==================== design 1
Fig. 1: design 1, sequential cells coloured by netlist name
Scale bar: 20 µm. Other sequential cells in the stronger grey, the rest of the logic in the fainter grey.
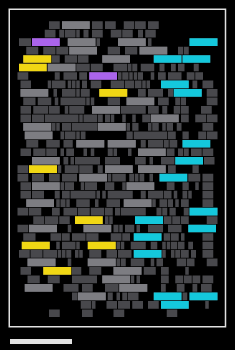
Fig. 2: design 1, gate families picked out
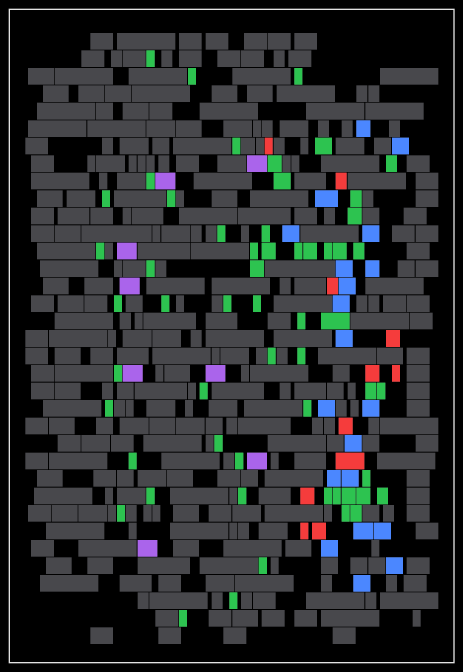
<file path="src/rtl/logic_unit_pipe.sv">
// logic_unit_pipe: 2-stage valid/ready pipeline applying one of four bitwise
// functions to a, b, c, with a saturating count of all-ones x transfers.
module logic_unit_pipe #(
    parameter int WIDTH = 8,
    parameter int CNT_W = 16
) (
    input  logic             clk,
    input  logic             rst_n,
    input  logic             in_valid,
    output logic             in_ready,
    input  logic [WIDTH-1:0] in_a,
    input  logic [WIDTH-1:0] in_b,
    input  logic [WIDTH-1:0] in_c,
    input  logic [1:0]       in_mode,
    output logic             out_valid,
    input  logic             out_ready,
    output logic [WIDTH-1:0] out_x,
    output logic [WIDTH-1:0] out_y,
    input  logic             clr_cnt,
    output logic [CNT_W-1:0] match_cnt
);
    logic             s1_valid;
    logic [WIDTH-1:0] s1_a, s1_b, s1_c;
    logic [1:0]       s1_mode;
    logic             s2_adv, in_fire, out_fire;
    logic [WIDTH-1:0] fx, fy;

    assign s2_adv   = s1_valid && (!out_valid || out_ready);
    assign in_ready = !s1_valid || s2_adv;
    assign in_fire  = in_valid && in_ready;
    assign out_fire = out_valid && out_ready;

    // operands are captured only on a transfer so idle-cycle junk never enters
    always_ff @(posedge clk or negedge rst_n) begin
        if (!rst_n) begin
            s1_valid <= 1'b0;
            s1_a     <= '0;
            s1_b     <= '0;
            s1_c     <= '0;
            s1_mode  <= '0;
        end else begin
            s1_valid <= in_fire || (s1_valid && !s2_adv);
            if (in_fire) begin
                s1_a    <= in_a;
                s1_b    <= in_b;
                s1_c    <= in_c;
                s1_mode <= in_mode;
            end
        end
    end

    always_comb begin
        fx = s1_a;
        fy = s1_b;
        case (s1_mode)
            2'b00: begin
                fx = ~s1_c ^ (s1_a | s1_b);
                fy = s1_a & s1_b;
            end
            2'b01: begin
                fx = s1_c ^ (s1_a & s1_b);
                fy = s1_a ^ s1_b;
            end
            2'b10: begin
                fx = ~(s1_a | s1_b | s1_c);
                fy = (s1_a & s1_b) | (s1_a & s1_c) | (s1_b & s1_c);
            end
            default: begin
                fx = s1_a;
                fy = s1_b;
            end
        endcase
    end

    always_ff @(posedge clk or negedge rst_n) begin
        if (!rst_n) begin
            out_valid <= 1'b0;
            out_x     <= '0;
            out_y     <= '0;
        end else begin
            out_valid <= s2_adv || (out_valid && !out_ready);
            if (s2_adv) begin
                out_x <= fx;
                out_y <= fy;
            end
        end
    end

    // clear wins over a same-cycle increment; saturate instead of wrapping
    always_ff @(posedge clk or negedge rst_n) begin
        if (!rst_n)
            match_cnt <= '0;
        else if (clr_cnt)
            match_cnt <= '0;
        else if (out_fire && (&out_x) && !(&match_cnt))
            match_cnt <= match_cnt + 1'b1;
    end
endmodule

</file>
<file path="config.mk">
export PLATFORM = sky130hd
export DESIGN_NAME = logic_unit_pipe
export DESIGN_NICKNAME = d
export VERILOG_FILES = /design/src/rtl/logic_unit_pipe.sv
export SDC_FILE = /design/constraint.sdc
export NUM_CORES = 1
export LEC_CHECK = 0
export CORE_ASPECT_RATIO = 1.5
export CORE_MARGIN = 2
export CORE_UTILIZATION = 55
export CTS_BUF_LIST = sky130_fd_sc_hd__clkbuf_8 sky130_fd_sc_hd__clkbuf_16
export DETAILED_ROUTE_END_ITERATION = 12
export PLACE_DENSITY_LB_ADDON = 0.2
export RECOVER_POWER = 100
export SKIP_LAST_GASP = 1
export SYNTH_ARGS = -nofsm -noshare
export SYNTH_HDL_FRONTEND = slang
export SYNTH_SLANG_ARGS = --single-unit
</file>
<file path="constraint.sdc">
create_clock -name clk -period 4.15 [get_ports clk]
set_input_delay 0.6225 -clock clk [delete_from_list [all_inputs] [get_ports clk]]
set_output_delay 0.6225 -clock clk [all_outputs]
set_load 0.005 [all_outputs]
</file>
==> out/metrics.sh <==
REPORT.FINAL.SLEW_VIOL_COUNT=32
GR-USAGE-MET1_PCT=25.4
SUM_OF_ROUTED_WIRE_LENGTH_OVER_ALL_LAYERS_UM=7110
VIOLATIONS='capacitance limit, slew limit'
VIAS_PER_CELL=5.82
MAX_CAP_VIOLS=1
GRT_PASS1_VIAS=2690
WORST-SETUP-PATH-TYPE='in -> out'
YS_CELLS=337
YOSYS_STAT_AREA_UM2=3480
CLK_TRANSITION_REPORTED_PATHS_PS=70
YS_TOP_CELLS_BY_COUNT='sky130_fd_sc_hd__dfrtp_1, sky130_fd_sc_hd__nand2_1, sky130_fd_sc_hd__inv_1'
GR-TOTAL-OVERFLOW=0
CTS-RESIZED-GATES=0
ANTENNA_FOUND_INITIAL=0
FF_TYPE='sky130_fd_sc_hd__dfrtp_1'
GRT_MAX_DEGREE=33
DRT-WIRELENGTH-PER-CELL_UM=15.0
GRT_FIRST_PASS_WIRELENGTH_UM=11800
OUTCOME='finished with violations'
SYNTHSIMPLEGATEAREAFRAC_PCT=13.6
## Picture notes: Fig. 1
Purple marks s1_mode, flops 2. Yellow marks s1_a, flops 8. Cyan marks match_cnt, flops 16.
Seq/total area: 34.5%
sequential cell power: 0.774 mW

## Picture notes: Fig. 2
Green marks NAND gates, cells 56. Red marks NOR gates, cells 11. Purple marks XOR/XNOR gates, cells 8. Blue marks AND and OR gates, cells 20.
most common cell after layout, fill and taps aside: sky130_fd_sc_hd__dfrtp_1
share of the final layout cell area in multi-input gates: 40.5%
number of cells in the finished layout apart from fillers: 475

[power by group]
part / leakage [nW] / switching [mW] / internal [mW]
registers: 0.747 / 0.100 / 0.674
clock network: 0.115 / 0.228 / 0.349
logic: 1.09 / 0.176 / 0.260
[worst max-delay path, delay by kind of cell]
| kind | cells | cell delay, ps |
|---|---|---|
| AND/OR/NAND/NOR | 1 | 220 |
| buffers and inverters | 2 | 1210 |
[per-stage QoR]
stage          cells  worst slack, ps
2_1_floorplan    337             2150
3_3_place_gp     459             1460
3_5_place_dp     459             1420
4_1_cts          475             1640
5_1_grt          475             1350
6_report         475             1460
[area by class of cell]
type	count	area share, %
multi-input cells	223	40.5
flip-flops and latches	60	34.5
repair buffers	66	14.8
clock buffers	10	3.16
inverters	36	3.10
well taps	74	2.13
clock inverters	6	1.84
[final timing paths]
path                                 endpoint  slack [ps]  cells after the start
worst max register to register  match_cnt[15]        1610                      5
max in group asynchronous            out_x[1]        2210                      2
worst max-delay path                 in_ready        1460                      3
worst min-delay path                 out_y[1]         480                      2
worst min register to register       out_y[1]         480                      2
min in group asynchronous        match_cnt[6]         720                      1

==================== design 2
Fig. 3: design 2, cells coloured by class
Scale bar: 20 µm.
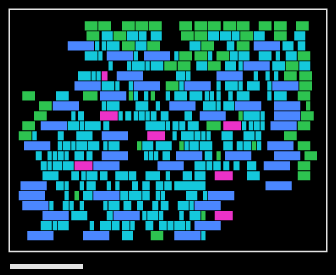
**src/rtl/code_lock_ctrl.sv**
```systemverilog
// code_lock_ctrl: four-digit switch code lock with entry timeout, timed unlock,
// and an alarm lockout after MAX_FAIL consecutive mismatches.
module code_lock_ctrl #(
    parameter int TIMEOUT_CYCLES = 1000,
    parameter int UNLOCK_CYCLES  = 500,
    parameter int LOCKOUT_CYCLES = 2000,
    parameter int MAX_FAIL       = 3
) (
    input  logic        CLK,
    input  logic        RESET,
    input  logic [1:0]  SW_CHANGE_FLAG,
    input  logic [3:0]  WHICH_SW_CHANGE,
    input  logic [15:0] PRESET_CODE,
    output logic [15:0] ENTRY,
    output logic [2:0]  DIGIT_CNT,
    output logic [2:0]  STATE,
    output logic        UNLOCK,
    output logic        ERR,
    output logic        ALARM,
    output logic [1:0]  FAIL_CNT
);
    typedef enum logic [2:0] {
        S_IDLE    = 3'd0,
        S_ENTRY   = 3'd1,
        S_CHECK   = 3'd2,
        S_OPEN    = 3'd3,
        S_FAIL    = 3'd4,
        S_LOCKOUT = 3'd5
    } state_t;

    localparam logic [15:0] TO_LAST = 16'(TIMEOUT_CYCLES - 1);
    localparam logic [15:0] UN_LAST = 16'(UNLOCK_CYCLES - 1);
    localparam logic [15:0] LO_LAST = 16'(LOCKOUT_CYCLES - 1);
    localparam logic [1:0]  FAIL_LIM = 2'(MAX_FAIL);

    state_t      state_q, state_d;
    logic [15:0] entry_q, entry_d, timer_q, timer_d, shifted;
    logic [2:0]  cnt_q, cnt_d;
    logic [1:0]  fail_q, fail_d, fail_inc;
    logic        unlock_q, err_q, alarm_q, digit;

    assign digit    = (SW_CHANGE_FLAG == 2'b11) && (WHICH_SW_CHANGE <= 4'd9);
    assign shifted  = {entry_q[11:0], WHICH_SW_CHANGE};
    assign fail_inc = fail_q + 2'd1;

    // timer_q is shared: inactivity count in ENTRY, hold count in OPEN/LOCKOUT
    always_comb begin
        state_d = state_q;
        entry_d = entry_q;
        cnt_d   = cnt_q;
        fail_d  = fail_q;
        timer_d = timer_q;
        case (state_q)
            S_IDLE: begin
                if (digit) begin
                    entry_d = shifted;
                    cnt_d   = 3'd1;
                    timer_d = 16'd0;
                    state_d = S_ENTRY;
                end
            end
            S_ENTRY: begin
                if (digit) begin
                    entry_d = shifted;
                    cnt_d   = cnt_q + 3'd1;
                    timer_d = 16'd0;
                    state_d = (cnt_q == 3'd3) ? S_CHECK : S_ENTRY;
                end else if (timer_q == TO_LAST) begin
                    entry_d = 16'hFFFF;
                    cnt_d   = 3'd0;
                    timer_d = 16'd0;
                    state_d = S_IDLE;
                end else begin
                    timer_d = timer_q + 16'd1;
                end
            end
            S_CHECK: begin
                timer_d = 16'd0;
                if (entry_q == PRESET_CODE) begin
                    fail_d  = 2'd0;
                    state_d = S_OPEN;
                end else begin
                    fail_d  = fail_inc;
                    state_d = (fail_inc == FAIL_LIM) ? S_LOCKOUT : S_FAIL;
                end
            end
            S_OPEN: begin
                if (timer_q == UN_LAST) begin
                    entry_d = 16'hFFFF;
                    cnt_d   = 3'd0;
                    timer_d = 16'd0;
                    state_d = S_IDLE;
                end else begin
                    timer_d = timer_q + 16'd1;
                end
            end
            S_FAIL: begin
                entry_d = 16'hFFFF;
                cnt_d   = 3'd0;
                state_d = S_IDLE;
            end
            S_LOCKOUT: begin
                if (timer_q == LO_LAST) begin
                    entry_d = 16'hFFFF;
                    cnt_d   = 3'd0;
                    fail_d  = 2'd0;
                    timer_d = 16'd0;
                    state_d = S_IDLE;
                end else begin
                    timer_d = timer_q + 16'd1;
                end
            end
            default: begin
                entry_d = 16'hFFFF;
                cnt_d   = 3'd0;
                timer_d = 16'd0;
                state_d = S_IDLE;
            end
        endcase
    end

    always_ff @(posedge CLK) begin
        if (RESET) begin
            state_q  <= S_IDLE;
            entry_q  <= 16'hFFFF;
            cnt_q    <= 3'd0;
            fail_q   <= 2'd0;
            timer_q  <= 16'd0;
            unlock_q <= 1'b0;
            err_q    <= 1'b0;
            alarm_q  <= 1'b0;
        end else begin
            state_q  <= state_d;
            entry_q  <= entry_d;
            cnt_q    <= cnt_d;
            fail_q   <= fail_d;
            timer_q  <= timer_d;
            unlock_q <= (state_d == S_OPEN);
            err_q    <= (state_d == S_FAIL);
            alarm_q  <= (state_d == S_LOCKOUT);
        end
    end

    assign STATE     = state_q;
    assign ENTRY     = entry_q;
    assign DIGIT_CNT = cnt_q;
    assign FAIL_CNT  = fail_q;
    assign UNLOCK    = unlock_q;
    assign ERR       = err_q;
    assign ALARM     = alarm_q;
endmodule
```
**config.mk**
```make
export PLATFORM = sky130hd
export DESIGN_NAME = code_lock_ctrl
export DESIGN_NICKNAME = d
export VERILOG_FILES = /design/src/rtl/code_lock_ctrl.sv
export SDC_FILE = /design/constraint.sdc
export NUM_CORES = 1
export LEC_CHECK = 0
export CORE_ASPECT_RATIO = 0.75
export CORE_MARGIN = 2
export CORE_UTILIZATION = 45
export CTS_CLUSTER_SIZE = 30
export DETAILED_ROUTE_END_ITERATION = 8
export GPL_TIMING_DRIVEN = 0
export MAX_ROUTING_LAYER = met4
export PLACE_DENSITY = 0.76
export SETUP_SLACK_MARGIN = 0.15
export SLEW_MARGIN = 15
export SYNTH_ARGS = -nofsm -noshare
export SYNTH_HDL_FRONTEND = slang
export SYNTH_SLANG_ARGS = --single-unit
```
**constraint.sdc**
```tcl
create_clock -name CLK -period 4.6 [get_ports CLK]
set_clock_uncertainty 0.05 [all_clocks]
set_input_delay 0.69 -clock CLK [delete_from_list [all_inputs] [get_ports CLK]]
set_output_delay 0.69 -clock CLK [all_outputs]
set_load 0.02 [all_outputs]
```
==> out/metrics.sh <==
WORSTSETUPSTARTPOINTTYPE='register'
SEQ_TOTAL_AREA_PCT=29.3
CLOCKROOTBUFFER='sky130_fd_sc_hd__clkbuf_8'
MAXSLEWHEADROOM_PCT=45.8
YS_CELLS=269
SYNTH.FF_LATCH_COUNT=43
SEQ_POWER_SHARE_PCT=53.2
OUTCOME='finished clean'
NONCLOCKINVERTERCOUNT=7
MAX_FREQ_MHz=343
POWER_FRAC_CLOCK_PCT=33.3
SYN-MEAN-INSTANCE-AREA_UM2=8.44
CHIPHEIGHT_UM=65.5
SEQUENTIAL_CELL_POWER_mW=0.386
PORT-BUFFER-COUNT=49
## Picture notes: Fig. 3
Magenta marks clock drivers and dummy loads, cells 7. Cyan marks combinational and other logic, cells 214. Blue marks flops, cells 43. Green marks other buffers and delay cells, cells 61.

==> flip-flops by register name, summed over array words and instances (netlist names) <==
signal,cells
ALARM,1
FAIL_CNT,2
ENTRY,16
ERR,1
UNLOCK,1
timer_q,16
DIGIT_CNT,3
STATE,3
==> worst paths after layout <==
| kind | startpoint | endpoint | cells after the start |
|---|---|---|---|
| hold reg to reg | FAIL_CNT[0] | FAIL_CNT[0] | 2 |
| setup / recovery | timer_q[0] | timer_q[5] | 7 |
| setup reg to reg | timer_q[0] | timer_q[5] | 7 |
| hold / removal | FAIL_CNT[0] | FAIL_CNT[0] | 2 |
==> critical path, delay by kind of cell (launching register included) <==
| kind | cells | cell delay (ps) |
|---|---|---|
| AOI/OAI and AO/OA | 2 | 1130 |
| and+or+nand+nor | 3 | 460 |
| buffers and inverters | 1 | 420 |
| DFF | 1 | 370 |
| adders and majority gates | 1 | 340 |
==> stage by stage <==
step	cell area (µm²)	cells	setup slack (ps)
after floorplan	2270	269	2080
after global placement	2840	378	1090
after detailed placement	2840	378	1450
after CTS	2930	385	1680
after global routing	2940	385	1350
final	2940	385	1680

==================== design 3
Fig. 4: design 3, sequential cells coloured by netlist name
Scale bar: 20 µm. Other sequential cells in the stronger grey, the rest of the logic in the fainter grey.
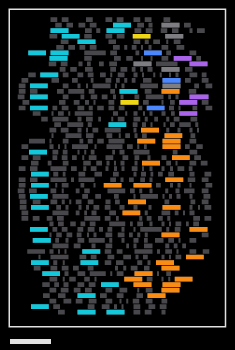
Fig. 5: design 3, clock distribution
Scale bar: 20 µm.
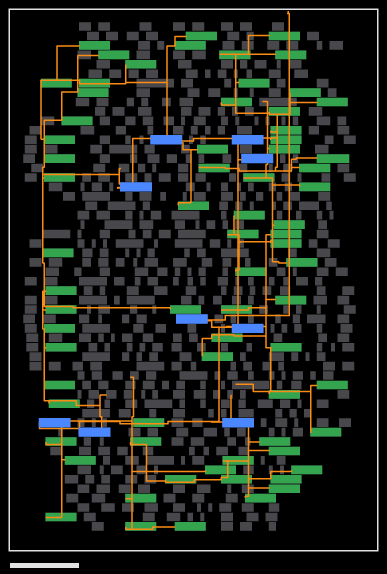
`src/rtl/hangman_game_ctrl_pkg.sv`:
```
// Shared definitions for the hangman game controller and its letter matcher.
// State codes match the encoding the VGA renderer decodes from game_state.
package hangman_game_ctrl_pkg;

    localparam int WORD_LEN  = 6;
    localparam int LETTER_W  = 5;
    localparam int ALPHA     = 26;
    localparam int MAX_WRONG = 6;
    localparam int WORD_W    = WORD_LEN * LETTER_W;
    localparam int CNT_W     = 3;

    typedef enum logic [1:0] {
        ST_START    = 2'd0,
        ST_INGAME   = 2'd1,
        ST_WINGAME  = 2'd2,
        ST_LOSTGAME = 2'd3
    } game_state_e;

    // ACCEPT: waiting for a guess; EVAL: judging the captured guess.
    typedef enum logic {
        PH_ACCEPT = 1'b0,
        PH_EVAL   = 1'b1
    } phase_e;

endpackage

```
`src/rtl/hangman_game_ctrl_letter_match.sv`:
```
// Combinational letter matcher.
//   word         : latched word, letter 0 at the MSBs
//   letter       : guessed letter code
//   next_mask    : mask as it will be after this guess
//   hit          : letter equals at least one word slot
//   all_revealed : every word slot's letter is set in next_mask
module hangman_game_ctrl_letter_match
    import hangman_game_ctrl_pkg::*;
(
    input  logic [WORD_W-1:0]   word,
    input  logic [LETTER_W-1:0] letter,
    input  logic [ALPHA-1:0]    next_mask,
    output logic                hit,
    output logic                all_revealed
);

    logic [WORD_LEN-1:0] slot_hit;
    logic [WORD_LEN-1:0] slot_rev;

    for (genvar i = 0; i < WORD_LEN; i++) begin : g_slot
        logic [LETTER_W-1:0] code;
        assign code        = word[(WORD_LEN-1-i)*LETTER_W +: LETTER_W];
        assign slot_hit[i] = (code == letter);
        // A slot holding a non-letter code can never be revealed.
        assign slot_rev[i] = (code < LETTER_W'(ALPHA)) && next_mask[code];
    end

    assign hit          = |slot_hit;
    assign all_revealed = &slot_rev;

endmodule

```
`src/rtl/hangman_game_ctrl.sv`:
```
// Hangman game controller: latches the word on start, takes letter guesses over
// a valid/ready handshake and tracks revealed mask, wrong count and game state.
//   clk, resetn            : clock, asynchronous active-low reset
//   start, word_in         : begin a new game (ignored while INGAME)
//   guess_valid/letter     : guess request; guess_ready accepts it
//   game_state, word, mask : renderer-facing game status
//   wrong_count            : wrong guesses so far, saturating at MAX_WRONG
//   guess_hit/miss/repeat  : one-cycle result pulse, 2 cycles after acceptance
module hangman_game_ctrl
    import hangman_game_ctrl_pkg::*;
(
    input  logic                clk,
    input  logic                resetn,
    input  logic                start,
    input  logic [WORD_W-1:0]   word_in,
    input  logic                guess_valid,
    input  logic [LETTER_W-1:0] guess_letter,
    output logic                guess_ready,
    output logic [1:0]          game_state,
    output logic [WORD_W-1:0]   word,
    output logic [ALPHA-1:0]    mask,
    output logic [CNT_W-1:0]    wrong_count,
    output logic                guess_hit,
    output logic                guess_miss,
    output logic                guess_repeat
);

    game_state_e         state_q, state_n;
    phase_e              phase_q, phase_n;
    logic [LETTER_W-1:0] g_reg, g_n;
    logic [WORD_W-1:0]   word_n;
    logic [ALPHA-1:0]    mask_n;
    logic [CNT_W-1:0]    cnt_n;
    logic                ready_n, hit_n, miss_n, rep_n;

    // Evaluation of the captured guess against the current mask/word.
    logic                g_valid, already, lm_hit, lm_all;
    logic [ALPHA-1:0]    g_onehot, eval_mask;
    logic [CNT_W-1:0]    cnt_inc;

    assign g_valid   = g_reg < LETTER_W'(ALPHA);
    assign g_onehot  = g_valid ? (ALPHA'(1) << g_reg) : '0;
    assign already   = |(mask & g_onehot);
    assign eval_mask = mask | g_onehot;
    assign cnt_inc   = (wrong_count < CNT_W'(MAX_WRONG)) ? wrong_count + CNT_W'(1) : wrong_count;

    hangman_game_ctrl_letter_match u_letter_match (
        .word         (word),
        .letter       (g_reg),
        .next_mask    (eval_mask),
        .hit          (lm_hit),
        .all_revealed (lm_all)
    );

    assign game_state = state_q;

    always_ff @(posedge clk or negedge resetn) begin
        if (!resetn) begin
            state_q      <= ST_START;
            phase_q      <= PH_ACCEPT;
            g_reg        <= '0;
            word         <= '0;
            mask         <= '0;
            wrong_count  <= '0;
            guess_ready  <= 1'b0;
            guess_hit    <= 1'b0;
            guess_miss   <= 1'b0;
            guess_repeat <= 1'b0;
        end else begin
            state_q      <= state_n;
            phase_q      <= phase_n;
            g_reg        <= g_n;
            word         <= word_n;
            mask         <= mask_n;
            wrong_count  <= cnt_n;
            guess_ready  <= ready_n;
            guess_hit    <= hit_n;
            guess_miss   <= miss_n;
            guess_repeat <= rep_n;
        end
    end

    always_comb begin
        state_n = state_q;
        phase_n = phase_q;
        g_n     = g_reg;
        word_n  = word;
        mask_n  = mask;
        cnt_n   = wrong_count;
        hit_n   = 1'b0;
        miss_n  = 1'b0;
        rep_n   = 1'b0;

        if (state_q != ST_INGAME) begin
            if (start) begin
                word_n  = word_in;
                mask_n  = '0;
                cnt_n   = '0;
                state_n = ST_INGAME;
                phase_n = PH_ACCEPT;
            end
        end else if (phase_q == PH_ACCEPT) begin
            if (guess_valid && guess_ready) begin
                g_n     = guess_letter;
                phase_n = PH_EVAL;
            end
        end else begin
            phase_n = PH_ACCEPT;
            if (!g_valid || already) begin
                rep_n = 1'b1;
            end else begin
                mask_n = eval_mask;
                if (lm_hit) begin
                    hit_n = 1'b1;
                end else begin
                    miss_n = 1'b1;
                    cnt_n  = cnt_inc;
                end
                // End-of-game is judged on the post-guess mask and count.
                if (lm_all)
                    state_n = ST_WINGAME;
                else if (cnt_n == CNT_W'(MAX_WRONG))
                    state_n = ST_LOSTGAME;
            end
        end

        ready_n = (state_n == ST_INGAME) && (phase_n == PH_ACCEPT);
    end

endmodule

```
`config.mk`:
```
export PLATFORM = sky130hd
export DESIGN_NAME = hangman_game_ctrl
export DESIGN_NICKNAME = d
export VERILOG_FILES = /design/src/rtl/hangman_game_ctrl_pkg.sv /design/src/rtl/hangman_game_ctrl_letter_match.sv /design/src/rtl/hangman_game_ctrl.sv
export SDC_FILE = /design/constraint.sdc
export NUM_CORES = 1
export LEC_CHECK = 0
export CAP_MARGIN = 20
export CELL_PAD_IN_SITES_DETAIL_PLACEMENT = 2
export CELL_PAD_IN_SITES_GLOBAL_PLACEMENT = 2
export CORE_ASPECT_RATIO = 1.5
export CORE_MARGIN = 3
export CORE_UTILIZATION = 35
export CTS_CLUSTER_SIZE = 40
export DETAILED_ROUTE_END_ITERATION = 12
export PLACE_DENSITY = 0.92
export SLEW_MARGIN = 30
export SYNTH_ARGS = -nofsm -noshare
export SYNTH_HDL_FRONTEND = slang
export SYNTH_SLANG_ARGS = --single-unit
export TNS_END_PERCENT = 30
```
`constraint.sdc`:
```
create_clock -name clk -period 9.3 [get_ports clk]
set_input_delay 2.325 -clock clk [delete_from_list [all_inputs] [get_ports clk]]
set_output_delay 2.325 -clock clk [all_outputs]
set_load 0.02 [all_outputs]
```
==> out/metrics.sh <==
SYNTHTOLAYOUTAREAGROWTH_PCT=28.4
POSTCTSSETUPBUFFERS=0
YS_SH_MUX_PCT=22.4
LAYOUTNONFILLERINSTCOUNT=806
POWER_FRAC_CLOCK_PCT=14.4
HOLD_PATH.CLASS='reg -> reg'
PLACE.DETAILED.INSTANCES=790
DIE_W_UM=106
INTERNAL-POWER_mW=1.45
CHIP_AREA_UM2=16500
YOSYS-TOP-CELLS-AREA='sky130_fd_sc_hd__dfrtp_1, sky130_fd_sc_hd__mux2_2, sky130_fd_sc_hd__mux4_2, sky130_fd_sc_hd__xnor2_1, sky130_fd_sc_hd__mux2i_1'
VIAS_PER_CELL=6.59
CHIPHEIGHT_UM=156
MOSTFREQUENTLAYOUTCELL='sky130_fd_sc_hd__clkdlybuf4s50_1'
WORST_CLOCK_SKEW_PS=10.2
WORSTSETUPSTARTPOINTTYPE='register'
MIN_PERIOD_PS=4320
SYNTH_CELL_TYPES=62
P_TOTAL_mW=2.92
ANTENNA_FOUND_INITIAL=0
OUTCOME='finished clean'
PORT-BUFFER-COUNT=103
TRITONCTS='done'
UNREPAIRED_SETUP_ENDPOINTS_AFTER_GLOBAL_ROUTING='false'
WORST-SETUP-PATH-TYPE='reg -> reg'
PARITY_GATE_SHARE_OF_THE_SYNTHESIZED_AREA_COUNTING_XOR_AND_XNOR_CELLS_PCT=5.02
FINISH.NET_COUNT=645
FINAL_LAYOUT_TOP_LOGIC_CELLS='sky130_fd_sc_hd__clkdlybuf4s50_1, sky130_fd_sc_hd__dfrtp_1, sky130_fd_sc_hd__mux2_2, sky130_fd_sc_hd__a21oi_1, sky130_fd_sc_hd__nand2_1'
CLOCK_LATENCY_PS=350
POSTCTSHOLDBUFS=0
Notes on Fig. 4 above:
Blue marks wrong_count, flops 3. Yellow marks game_state, flops 2. Cyan marks word, flops 30. Orange marks mask, flops 26. Purple marks g_reg, flops 5, where upper right.
Another 5 sequential cells are not coloured.
flip-flop and latch area: 1780 µm²
sequential cell power: 0.755 mW
final core area utilization: 46.0%

Notes on Fig. 5 above:
Blue marks clock drivers, count 9. Orange marks clock wires, length 1350 µm. Green marks flip-flops, count 71.
Position of the flops: spread over the die. There are 10 routed clock nets.

-- path summary, 6_finish.rpt --
check | start | to | slack (ps) | depth (start not counted)
max | g_reg[2] | guess_ready | 4980 | 9
min | game_state[1] | game_state[1] | 570 | 2
max reg2reg | g_reg[2] | guess_ready | 4980 | 9
min reg2reg | game_state[1] | game_state[1] | 570 | 2
max in group asynchronous | resetn | g_reg[1] | 6710 | 2
min in group asynchronous | resetn | guess_miss | 2100 | 2
-- worst max-delay path, cell delays in order, from the launching register on --
cell and delay (ps):
sky130_fd_sc_hd__dfrtp_1 360, sky130_fd_sc_hd__buf_4 250, sky130_fd_sc_hd__nor2_1 830, sky130_fd_sc_hd__a21oi_1 540, sky130_fd_sc_hd__a2111oi_0 770, sky130_fd_sc_hd__nor3_1 140
sky130_fd_sc_hd__a211oi_1 370, sky130_fd_sc_hd__o22ai_1 160, sky130_fd_sc_hd__or4_4 600, sky130_fd_sc_hd__and3_1 170
-- layout make-up --
cell class,instances,area [µm²],share of cell area [%]
sequential,71,1780,26.5
clock inverter,7,120,1.79
timing repair buffer,115,1120,16.7
tap,196,245,3.65
inverter,13,48.8,0.726
multi-input combinational,395,3180,47.3
clock buffer,9,225,3.35

==================== design 4
Fig. 6: design 4, sequential cells coloured by netlist name
Scale bar: 50 µm. Other sequential cells in the stronger grey, the rest of the logic in the fainter grey.
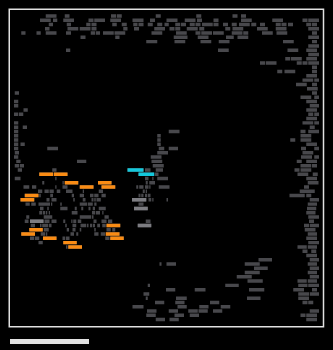
Fig. 7: design 4, clock distribution
Scale bar: 50 µm.
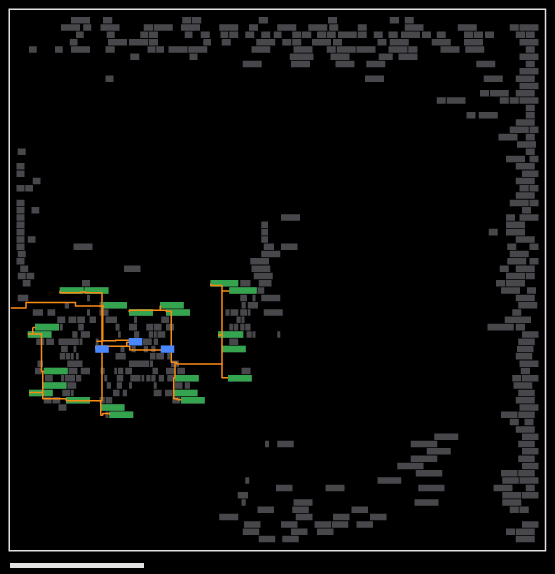
Fig. 8: design 4, cells coloured by class
Scale bar: 50 µm.
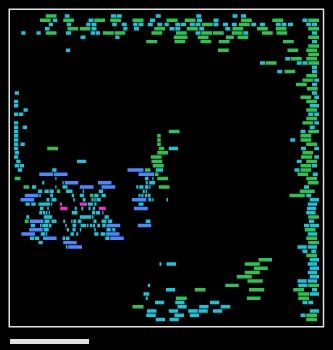
$ cat src/rtl/di_arb_pkg.sv
`default_nettype none
// ============================================================================
//  Module      : di_arb_pkg
//  Description : Shared types and constants for the two-host DI bus arbiter.
//  Revision    : 1.0  initial release
// ============================================================================
package di_arb_pkg;

    // Arbiter ownership state
    typedef enum logic [1:0] {
        IDLE = 2'd0,
        GNT0 = 2'd1,
        GNT1 = 2'd2
    } arb_state_t;

    // One-hot grant encodings presented on the grant port
    localparam logic [1:0] GRANT_NONE = 2'b00;
    localparam logic [1:0] GRANT_H0   = 2'b01;
    localparam logic [1:0] GRANT_H1   = 2'b10;

endpackage : di_arb_pkg
`default_nettype wire

$ cat src/rtl/di_req_capture.sv
`default_nettype none
// ============================================================================
//  Module      : di_req_capture
//  Description : Remembers a single-cycle read request pulse raised by a host
//                that does not currently own the bus, until it is granted.
//  Revision    : 1.0  initial release
// ============================================================================
module di_req_capture
(
    input  logic ifclk,
    input  logic resetb,
    input  logic read_req,
    input  logic granted,
    output logic pend
);

    logic r_pend;

    // Pending flag: set by a pulse while not owner, cleared once owner.
    // A pulse seen while already owner goes straight to the bus instead.
    always_ff @(posedge ifclk or negedge resetb) begin
        if (!resetb) begin
            r_pend <= 1'b0;
        end else if (granted) begin
            r_pend <= 1'b0;
        end else if (read_req) begin
            r_pend <= 1'b1;
        end
    end

    assign pend = r_pend;

endmodule : di_req_capture
`default_nettype wire

$ cat src/rtl/di_host_arbiter.sv
`default_nettype none
// ============================================================================
//  Module      : di_host_arbiter
//  Description : Round-robin two-host arbiter for the DI register bus. Grants
//                whole transactions, muxes the owner's command to the slave,
//                gates slave responses back to the owner, and flags grants
//                held for too long.
//  Revision    : 1.0  initial release
// ============================================================================
module di_host_arbiter
    import di_arb_pkg::*;
#(
    parameter int TIMEOUT_CYCLES = 4096,
    parameter int CNT_W          = 16
)
(
    input  logic        ifclk,
    input  logic        resetb,
    // host 0
    input  logic [15:0] h0_term_addr,
    input  logic [31:0] h0_reg_addr,
    input  logic [31:0] h0_len,
    input  logic        h0_read_mode,
    input  logic        h0_read_req,
    input  logic        h0_read,
    input  logic        h0_write_mode,
    input  logic        h0_write,
    input  logic [31:0] h0_reg_datai,
    output logic        h0_read_rdy,
    output logic        h0_write_rdy,
    output logic [31:0] h0_reg_datao,
    output logic [15:0] h0_transfer_status,
    // host 1
    input  logic [15:0] h1_term_addr,
    input  logic [31:0] h1_reg_addr,
    input  logic [31:0] h1_len,
    input  logic        h1_read_mode,
    input  logic        h1_read_req,
    input  logic        h1_read,
    input  logic        h1_write_mode,
    input  logic        h1_write,
    input  logic [31:0] h1_reg_datai,
    output logic        h1_read_rdy,
    output logic        h1_write_rdy,
    output logic [31:0] h1_reg_datao,
    output logic [15:0] h1_transfer_status,
    // downstream slave
    output logic [15:0] di_term_addr,
    output logic [31:0] di_reg_addr,
    output logic [31:0] di_len,
    output logic        di_read_mode,
    output logic        di_read_req,
    output logic        di_read,
    output logic        di_write_mode,
    output logic        di_write,
    output logic [31:0] di_reg_datai,
    input  logic        di_read_rdy,
    input  logic        di_write_rdy,
    input  logic [31:0] di_reg_datao,
    input  logic [15:0] di_transfer_status,
    // status
    output logic [1:0]  grant,
    output logic        timeout_err,
    input  logic        timeout_clr
);

    localparam logic [CNT_W-1:0] c_timeout_cnt = CNT_W'(TIMEOUT_CYCLES);

    arb_state_t       r_state;
    logic [1:0]       r_grant;
    logic             r_last_h1;      // 1: host 1 was served last, host 0 wins ties
    logic [CNT_W-1:0] r_hold_cnt;
    logic             r_timeout;

    logic             w_pend0;
    logic             w_pend1;
    logic             w_gnt0;
    logic             w_gnt1;
    logic             w_req0;
    logic             w_req1;
    logic             w_rel0;
    logic             w_rel1;
    logic [CNT_W-1:0] w_cnt_inc;
    logic             w_timeout_hit;

    assign w_gnt0 = r_grant[0];
    assign w_gnt1 = r_grant[1];

    di_req_capture u_cap0 (
        .ifclk    (ifclk),
        .resetb   (resetb),
        .read_req (h0_read_req),
        .granted  (w_gnt0),
        .pend     (w_pend0)
    );

    di_req_capture u_cap1 (
        .ifclk    (ifclk),
        .resetb   (resetb),
        .read_req (h1_read_req),
        .granted  (w_gnt1),
        .pend     (w_pend1)
    );

    assign w_req0 = h0_read_mode | h0_write_mode | h0_read_req | w_pend0;
    assign w_req1 = h1_read_mode | h1_write_mode | h1_read_req | w_pend1;

    // Owner may let go only once its transaction and any strobe are finished
    assign w_rel0 = !(h0_read_mode | h0_write_mode | w_pend0 | h0_read | h0_write);
    assign w_rel1 = !(h1_read_mode | h1_write_mode | w_pend1 | h1_read | h1_write);

    // Ownership FSM: grants go through IDLE, so an owner switch always has a gap
    always_ff @(posedge ifclk or negedge resetb) begin
        if (!resetb) begin
            r_state   <= IDLE;
            r_grant   <= GRANT_NONE;
            r_last_h1 <= 1'b1;
        end else begin
            case (r_state)
                IDLE: begin
                    if (w_req0 && (!w_req1 || r_last_h1)) begin
                        r_state <= GNT0;
                        r_grant <= GRANT_H0;
                    end else if (w_req1) begin
                        r_state <= GNT1;
                        r_grant <= GRANT_H1;
                    end
                end
                GNT0: begin
                    if (w_rel0) begin
                        r_state   <= IDLE;
                        r_grant   <= GRANT_NONE;
                        r_last_h1 <= 1'b0;
                    end
                end
                GNT1: begin
                    if (w_rel1) begin
                        r_state   <= IDLE;
                        r_grant   <= GRANT_NONE;
                        r_last_h1 <= 1'b1;
                    end
                end
                default: begin
                    r_state <= IDLE;
                    r_grant <= GRANT_NONE;
                end
            endcase
        end
    end

    assign w_cnt_inc     = r_hold_cnt + 1'b1;
    // Fires on the edge that closes the TIMEOUT_CYCLES-th granted cycle
    assign w_timeout_hit = (r_grant != GRANT_NONE) && (TIMEOUT_CYCLES != 0) &&
                           (r_hold_cnt != '1) && (w_cnt_inc == c_timeout_cnt);

    // Hold counter and sticky timeout flag; grant is never revoked here
    always_ff @(posedge ifclk or negedge resetb) begin
        if (!resetb) begin
            r_hold_cnt <= '0;
            r_timeout  <= 1'b0;
        end else begin
            if (r_grant == GRANT_NONE) begin
                r_hold_cnt <= '0;
            end else if (r_hold_cnt != '1) begin
                r_hold_cnt <= w_cnt_inc;
            end
            if (timeout_clr) begin
                r_timeout <= 1'b0;
            end else if (w_timeout_hit) begin
                r_timeout <= 1'b1;
            end
        end
    end

    // Command mux from the registered grant; no owner drives all zeros
    always_comb begin
        di_term_addr  = '0;
        di_reg_addr   = '0;
        di_len        = '0;
        di_read_mode  = 1'b0;
        di_read_req   = 1'b0;
        di_read       = 1'b0;
        di_write_mode = 1'b0;
        di_write      = 1'b0;
        di_reg_datai  = '0;
        if (r_grant == GRANT_H0) begin
            di_term_addr  = h0_term_addr;
            di_reg_addr   = h0_reg_addr;
            di_len        = h0_len;
            di_read_mode  = h0_read_mode;
            di_read_req   = h0_read_req | w_pend0;
            di_read       = h0_read;
            di_write_mode = h0_write_mode;
            di_write      = h0_write;
            di_reg_datai  = h0_reg_datai;
        end else if (r_grant == GRANT_H1) begin
            di_term_addr  = h1_term_addr;
            di_reg_addr   = h1_reg_addr;
            di_len        = h1_len;
            di_read_mode  = h1_read_mode;
            di_read_req   = h1_read_req | w_pend1;
            di_read       = h1_read;
            di_write_mode = h1_write_mode;
            di_write      = h1_write;
            di_reg_datai  = h1_reg_datai;
        end
    end

    assign h0_read_rdy        = w_gnt0 & di_read_rdy;
    assign h0_write_rdy       = w_gnt0 & di_write_rdy;
    assign h0_transfer_status = w_gnt0 ? di_transfer_status : 16'h0000;
    assign h0_reg_datao       = di_reg_datao;

    assign h1_read_rdy        = w_gnt1 & di_read_rdy;
    assign h1_write_rdy       = w_gnt1 & di_write_rdy;
    assign h1_transfer_status = w_gnt1 ? di_transfer_status : 16'h0000;
    assign h1_reg_datao       = di_reg_datao;

    assign grant       = r_grant;
    assign timeout_err = r_timeout;

endmodule : di_host_arbiter
`default_nettype wire
$ cat config.mk
export PLATFORM = sky130hd
export DESIGN_NAME = di_host_arbiter
export DESIGN_NICKNAME = d
export VERILOG_FILES = /design/src/rtl/di_arb_pkg.sv /design/src/rtl/di_req_capture.sv /design/src/rtl/di_host_arbiter.sv
export SDC_FILE = /design/constraint.sdc
export NUM_CORES = 1
export LEC_CHECK = 0
export CAP_MARGIN = 20
export CORE_AREA = 2 2 197 199
export CTS_BUF_LIST = sky130_fd_sc_hd__clkbuf_8
export CTS_CLUSTER_SIZE = 28
export DETAILED_ROUTE_END_ITERATION = 7
export DIE_AREA = 0 0 199 201
export DONT_BUFFER_PORTS = 1
export PLACE_DENSITY = 0.3
export SETUP_SLACK_MARGIN = 0.5
export SLEW_MARGIN = 10
export SYNTH_ARGS = -nofsm -noshare
export SYNTH_HDL_FRONTEND = slang
export SYNTH_HIERARCHICAL = 1
export SYNTH_SLANG_ARGS = --single-unit
$ cat constraint.sdc
create_clock -name ifclk -period 2.9 [get_ports ifclk]
set_clock_uncertainty 0.1 [all_clocks]
set_input_delay 0.87 -clock ifclk [delete_from_list [all_inputs] [get_ports ifclk]]
set_output_delay 0.87 -clock ifclk [all_outputs]
set_load 0.1 [all_outputs]
==> out/metrics.sh <==
WL_MET1_UM=8850
NUM_VIAS=3533
FLIP_FLOPS_WITH_A_BUILT_IN_ENABLE=0
YOSYS_STAT_AREA_UM2=3220
P_LEAK_nW=2.53
LAYOUTNONFILLERINSTCOUNT=935
MAXSLEWHEADROOM_PCT=68.2
SETUP_VIOLATIONS=0
CRIT_FAMILY='flip-flops'
CLOCK_TREE.HTREE_LEVEL_COUNT=1
POWER_DENSITY_nW_PER_UM2=1710
YOSYSMOSTFREQUENTCELL='sky130_fd_sc_hd__a22o_1'
OUTCOME='finished clean'
MOSTFREQUENTLAYOUTCELL='sky130_fd_sc_hd__buf_12'
HOLD_PATH.CLASS='in -> async'
FINISH.NET_COUNT=699
PORT-BUFFER-COUNT=0
ANTENNA_FOUND_INITIAL=7
SYNTHTOLAYOUTAREAGROWTH_PCT=90.4
CRITPATHSLOWESTCELL='sky130_fd_sc_hd__dfrtp_4'
ROUTE.MET3.WL_UM=2250
ASYNC_FLOP_SHARE_PCT=100
FILLERS=4199
VIAS_PER_CELL=3.78
Notes on Fig. 6 above:
Orange marks r_hold_cnt, flops 16. Cyan marks grant, flops 2.
Another 4 sequential cells are not coloured.

Notes on Fig. 7 above:
Orange marks clock wires, length 346 µm. Green marks flip-flops, count 22. Blue marks clock drivers, count 3.
Position of the flops: middle left.

Notes on Fig. 8 above:
Green marks other buffers and delay cells, cells 116. Magenta marks clock drivers and dummy loads, cells 4. Blue marks flops, cells 22. Cyan marks combinational and other logic, cells 268.

[power by group]
part,leakage [nW],internal (mW),switching (mW)
clock,0.0269,0.0945,0.100
combinational,2.22,3.02,6.82
sequential,0.288,0.371,0.0822
[repair_timing]
action | CTS | global route
pin swaps | 27 | 11
gates resized | 31 | 5
endpoints found under the setup margin | 158 | 160
gates cloned | 7 | 6
setup buffers | 3 | 3
endpoints found under the hold margin | 0 | 0
[through the flow]
| stage | hold slack (ps) | utilization (%) | setup WS, ps |
|---|---|---|---|
| floorplan | 383 | - | 21.2 |
| global placement | 406 | 14.7 | 426 |
| detailed placement | 417 | 14.7 | 405 |
| CTS | 178 | 15.6 | 192 |
| global route | 161 | 16.1 | 130 |
| finish | 189 | 16.1 | 199 |
[flip-flops by register name (all words and copies together) (netlist names)]
name	flops
timeout_err	1
grant	2
r_hold_cnt	16
r_last_h1	1
u_cap1/pend	1
u_cap0/pend	1
[final cells by class]
class,instances,share of cell area [%]
clock buffer,3,0.674
multi-input combinational,266,42.1
inverter,2,0.122
timing repair buffer,116,37.1
sequential,22,9.13
clock inverter,1,0.0612
antenna,7,0.286
tap,518,10.6

==================== design 5
Fig. 9: design 5, gate families picked out
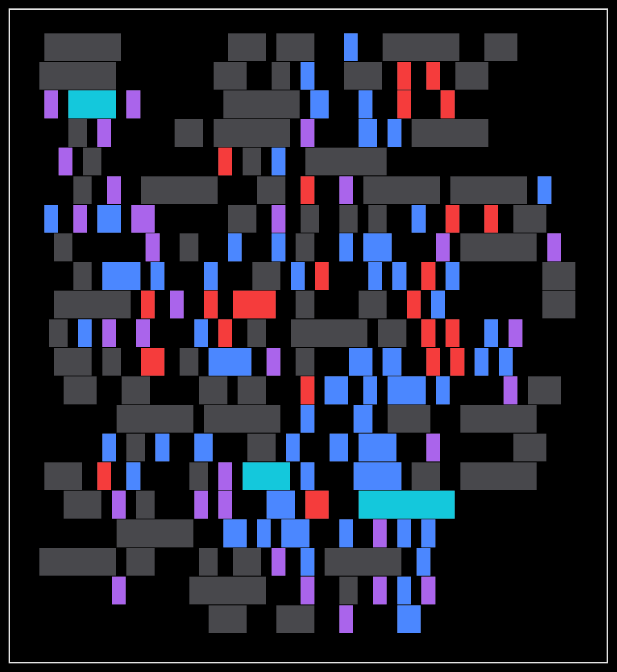
Fig. 10: design 5, routing congestion
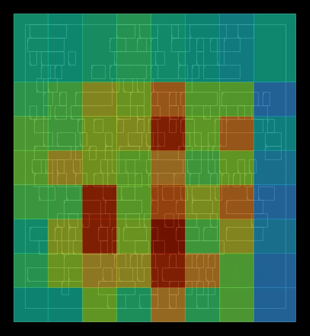
$ cat src/rtl/mydiv42_pkg.sv
// rtl/mydiv42_pkg.sv - shared widths, FSM encoding and helpers for the restoring divider
package mydiv42_pkg;

  localparam int DW_DEF = 4;
  localparam int VW_DEF = 2;

  typedef enum logic [1:0] {
    IDLE = 2'd0,
    CALC = 2'd1,
    DONE = 2'd2
  } state_t;

  function automatic int cnt_width(input int n);
    return (n > 1) ? $clog2(n) : 1;
  endfunction

endpackage

$ cat src/rtl/mydiv42_if.sv
// rtl/mydiv42_if.sv - start/done request and result bundle of the divider
interface mydiv42_if
  import mydiv42_pkg::*;
#(
  parameter int DW = DW_DEF,
  parameter int VW = VW_DEF
);

  logic          start;
  logic [DW-1:0] dividend;
  logic [VW-1:0] divisor;
  logic [DW-1:0] quotient;
  logic [VW-1:0] remainder;
  logic          busy;
  logic          done;
  logic          dbz;

  modport master (
    output start, dividend, divisor,
    input  quotient, remainder, busy, done, dbz
  );

  modport slave (
    input  start, dividend, divisor,
    output quotient, remainder, busy, done, dbz
  );

endinterface

$ cat src/rtl/mydiv42_div_step.sv
// rtl/mydiv42_div_step.sv - one restoring-division iteration, width-generic
module mydiv42_div_step
  import mydiv42_pkg::*;
#(
  parameter int VW = VW_DEF
) (
  input  logic [VW:0]   rem,
  input  logic          bit_in,
  input  logic [VW-1:0] divisor,
  output logic [VW:0]   rem_next,
  output logic          q_bit
);

  logic [VW:0] shifted;
  logic        unused_rem_msb;

  // Incoming remainder is always below the divisor, so its top bit is never set.
  assign unused_rem_msb = rem[VW];
  assign shifted        = {rem[VW-1:0], bit_in};
  assign q_bit          = (shifted >= {1'b0, divisor});
  assign rem_next       = q_bit ? (shifted - {1'b0, divisor}) : shifted;

endmodule

$ cat src/rtl/mydiv42.sv
// rtl/mydiv42.sv - sequential restoring divider, DW-bit dividend by VW-bit divisor
module mydiv42
  import mydiv42_pkg::*;
#(
  parameter int DW = DW_DEF,
  parameter int VW = VW_DEF
) (
  input  logic      clk,
  input  logic      rst_n,
  mydiv42_if.slave  bus
);

  localparam int CW = cnt_width(DW);

  state_t        state;
  logic [DW-1:0] shreg;
  logic [VW-1:0] dvsr;
  logic [VW:0]   prem;
  logic [CW-1:0] cnt;
  logic [VW:0]   prem_next;
  logic          qbit;

  mydiv42_div_step #(.VW(VW)) u_step (
    .rem      (prem),
    .bit_in   (shreg[DW-1]),
    .divisor  (dvsr),
    .rem_next (prem_next),
    .q_bit    (qbit)
  );

  always_ff @(posedge clk) begin
    if (!rst_n) begin
      state         <= IDLE;
      shreg         <= '0;
      dvsr          <= '0;
      prem          <= '0;
      cnt           <= '0;
      bus.quotient  <= '0;
      bus.remainder <= '0;
      bus.busy      <= 1'b0;
      bus.done      <= 1'b0;
      bus.dbz       <= 1'b0;
    end else begin
      case (state)
        IDLE: begin
          if (bus.start) begin
            if (bus.divisor != '0) begin
              shreg    <= bus.dividend;
              dvsr     <= bus.divisor;
              prem     <= '0;
              cnt      <= CW'(DW - 1);
              bus.busy <= 1'b1;
              state    <= CALC;
            end else begin
              bus.quotient  <= '1;
              bus.remainder <= '0;
              bus.dbz       <= 1'b1;
              bus.done      <= 1'b1;
              state         <= DONE;
            end
          end
        end
        CALC: begin
          // Dividend bits leave at the MSB while quotient bits enter at the LSB.
          prem  <= prem_next;
          shreg <= {shreg[DW-2:0], qbit};
          if (cnt == '0) begin
            bus.quotient  <= {shreg[DW-2:0], qbit};
            bus.remainder <= prem_next[VW-1:0];
            bus.dbz       <= 1'b0;
            bus.busy      <= 1'b0;
            bus.done      <= 1'b1;
            state         <= DONE;
          end else begin
            cnt <= cnt - CW'(1);
          end
        end
        DONE: begin
          bus.done <= 1'b0;
          state    <= IDLE;
        end
        default: begin
          bus.busy <= 1'b0;
          bus.done <= 1'b0;
          state    <= IDLE;
        end
      endcase
    end
  end

endmodule

$ cat src/flat_wrapper.sv
// flat-port wrapper written by rule: the top's interface ports become plain ports
module mydiv42_flat import mydiv42_pkg::*;
#(
  parameter int DW = DW_DEF,
  parameter int VW = VW_DEF
)
  (clk, rst_n, bus_start, bus_dividend, bus_divisor, bus_quotient, bus_remainder, bus_busy, bus_done, bus_dbz);
  mydiv42_if #(.DW(DW), .VW(VW)) bus_i ();
  input  logic clk;
  input  logic rst_n;
  input wire logic [$bits(bus_i.start)-1:0] bus_start;
  input wire logic [$bits(bus_i.dividend)-1:0] bus_dividend;
  input wire logic [$bits(bus_i.divisor)-1:0] bus_divisor;
  output wire logic [$bits(bus_i.quotient)-1:0] bus_quotient;
  output wire logic [$bits(bus_i.remainder)-1:0] bus_remainder;
  output wire logic [$bits(bus_i.busy)-1:0] bus_busy;
  output wire logic [$bits(bus_i.done)-1:0] bus_done;
  output wire logic [$bits(bus_i.dbz)-1:0] bus_dbz;
  assign bus_i.start = bus_start;
  assign bus_i.dividend = bus_dividend;
  assign bus_i.divisor = bus_divisor;
  assign bus_quotient = bus_i.quotient;
  assign bus_remainder = bus_i.remainder;
  assign bus_busy = bus_i.busy;
  assign bus_done = bus_i.done;
  assign bus_dbz = bus_i.dbz;
  mydiv42 #(.DW(DW), .VW(VW)) u_core (.clk(clk), .rst_n(rst_n), .bus(bus_i));
endmodule
$ cat config.mk
export PLATFORM = sky130hd
export DESIGN_NAME = mydiv42_flat
export DESIGN_NICKNAME = d
export VERILOG_FILES = /design/src/rtl/mydiv42_pkg.sv /design/src/rtl/mydiv42_if.sv /design/src/rtl/mydiv42_div_step.sv /design/src/rtl/mydiv42.sv /design/src/flat_wrapper.sv
export SDC_FILE = /design/constraint.sdc
export NUM_CORES = 1
export LEC_CHECK = 0
export ABC_AREA = 1
export CAP_MARGIN = 20
export CELL_PAD_IN_SITES_DETAIL_PLACEMENT = 1
export CELL_PAD_IN_SITES_GLOBAL_PLACEMENT = 1
export CORE_ASPECT_RATIO = 1.1
export CORE_MARGIN = 2
export CORE_UTILIZATION = 35
export CTS_CLUSTER_DIAMETER = 40
export DETAILED_ROUTE_END_ITERATION = 8
export PLACE_DENSITY = 0.82
export SYNTH_ARGS = -nofsm -noshare
export SYNTH_HDL_FRONTEND = slang
export SYNTH_SLANG_ARGS = --single-unit
$ cat constraint.sdc
create_clock -name clk -period 1.5 [get_ports clk]
set_input_delay 0.3 -clock clk [delete_from_list [all_inputs] [get_ports clk]]
set_output_delay 0.3 -clock clk [all_outputs]
set_load 0.02 [all_outputs]
==> out/metrics.sh <==
OUTCOME='finished clean'
LEADING_AREA_CONTRIBUTOR_AFTER_SYNTHESIS='sky130_fd_sc_hd__dfxtp_1'
FLIP_FLOPS_WITH_A_BUILT_IN_ENABLE=0
SYNTHTOLAYOUTAREAGROWTH_PCT=30.3
YOSYSMOSTFREQUENTCELL='sky130_fd_sc_hd__nand2_1'
GRT_MAX_DEGREE=13
NUM_VIAS=1108
DIE_W_UM=56.7
DRT-INITIAL-DRC-COUNT=6
FLOORPLAN.CORE_AREA_UM2=3000
SWITCHING_SHARE_PCT=35.4
CLOCKNETWORKPOWER_mW=0.282
FINISH.NET_COUNT=202
FILLERS=405
PLACE_WS_PS=-171
NONCLOCKINVERTERCOUNT=31
TIMING.SETUP.TNS_PS=0
VIAS_PER_CELL=4.97
PORT-BUFFER-COUNT=17
SLEW_AT_THE_PIN_WITH_THE_WORST_MAX_SLEW_SLACK_PS=255
POWER_DENSITY_nW_PER_UM2=1020
ASYNC_FLOP_SHARE_PCT=0
POSTCTSHOLDBUFS=0
WORST-SETUP-PATH-TYPE='in -> reg'
IR_WORST_VDD_mV=0.524
FINAL_LAYOUT_TOP_LOGIC_CELLS='sky130_fd_sc_hd__nand2_1, sky130_fd_sc_hd__inv_1, sky130_fd_sc_hd__nor2_1, sky130_fd_sc_hd__dfxtp_1'
WORST_CLOCK_SKEW_PS=2.82
MULTI_INPUT_COMB_AREA_UM2=539
SYNTH-SEQ-AREA-SHARE_PCT=39.3
POSTCTSSETUPBUFFERS=0
About Fig. 9:
Red marks NOR gates, cells 23. Blue marks NAND gates, cells 57. Purple marks inverters, cells 31. Cyan marks adder and majority cells, cells 3.

About Fig. 10:
Total Routing Usage GR: 17.2%
global routing's busiest layer: met2
met3 routing resource usage after global routing: 2.07%
met1 global-route usage: 18.0%
routed wire length per instance: 12.3 µm

-- critical path, cell delays in order --
cell	delay [ps]
sky130_fd_sc_hd__clkdlybuf4s50_1	480
sky130_fd_sc_hd__inv_1	60
sky130_fd_sc_hd__nand2_1	120
sky130_fd_sc_hd__nand3_1	130
sky130_fd_sc_hd__nand2_2	190
sky130_fd_sc_hd__nand2_1	90
sky130_fd_sc_hd__a21oi_1	190
sky130_fd_sc_hd__nor2_1	60
-- flip-flops by register name, summed over array words and instances (netlist names) --
signal,count
u_core.cnt,2
u_core.bus.done,1
u_core.bus.busy,1
u_core.dvsr,2
u_core.shreg,4
u_core.bus.dbz,1
u_core.state,2
u_core.bus.remainder,2
u_core.prem,2
u_core.bus.quotient,4
-- path summary, 6_finish.rpt --
path                          startpoint                endpoint  slack, ps
setup / recovery          bus_divisor[1]         u_core.shreg[0]        100
hold / removal    u_core.bus.quotient[2]  u_core.bus.quotient[2]        470
setup reg to reg         u_core.state[0]         u_core.shreg[0]        110
hold reg to reg   u_core.bus.quotient[2]  u_core.bus.quotient[2]        470


==> notes/layouts.md <==
Pictures saved along the way, in no particular order.

Cells coloured by class.
Scale bar: 20 µm.
panel A
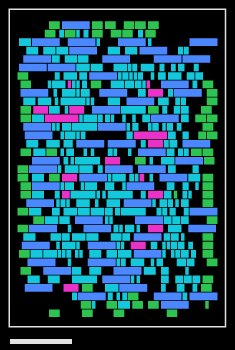
panel B
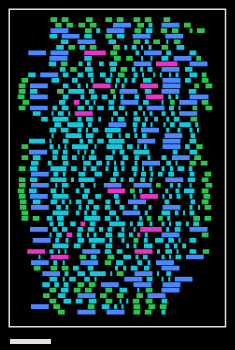
panel C
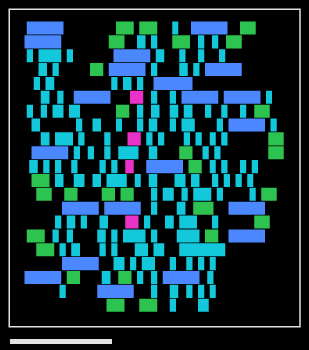
The one with the smallest die is panel C.
The one with the largest die is panel B.
design 3 -> panel B
design 5 -> panel C
design 1 -> panel A

Power figures rest on the tool's default switching activity, not on a simulated workload.
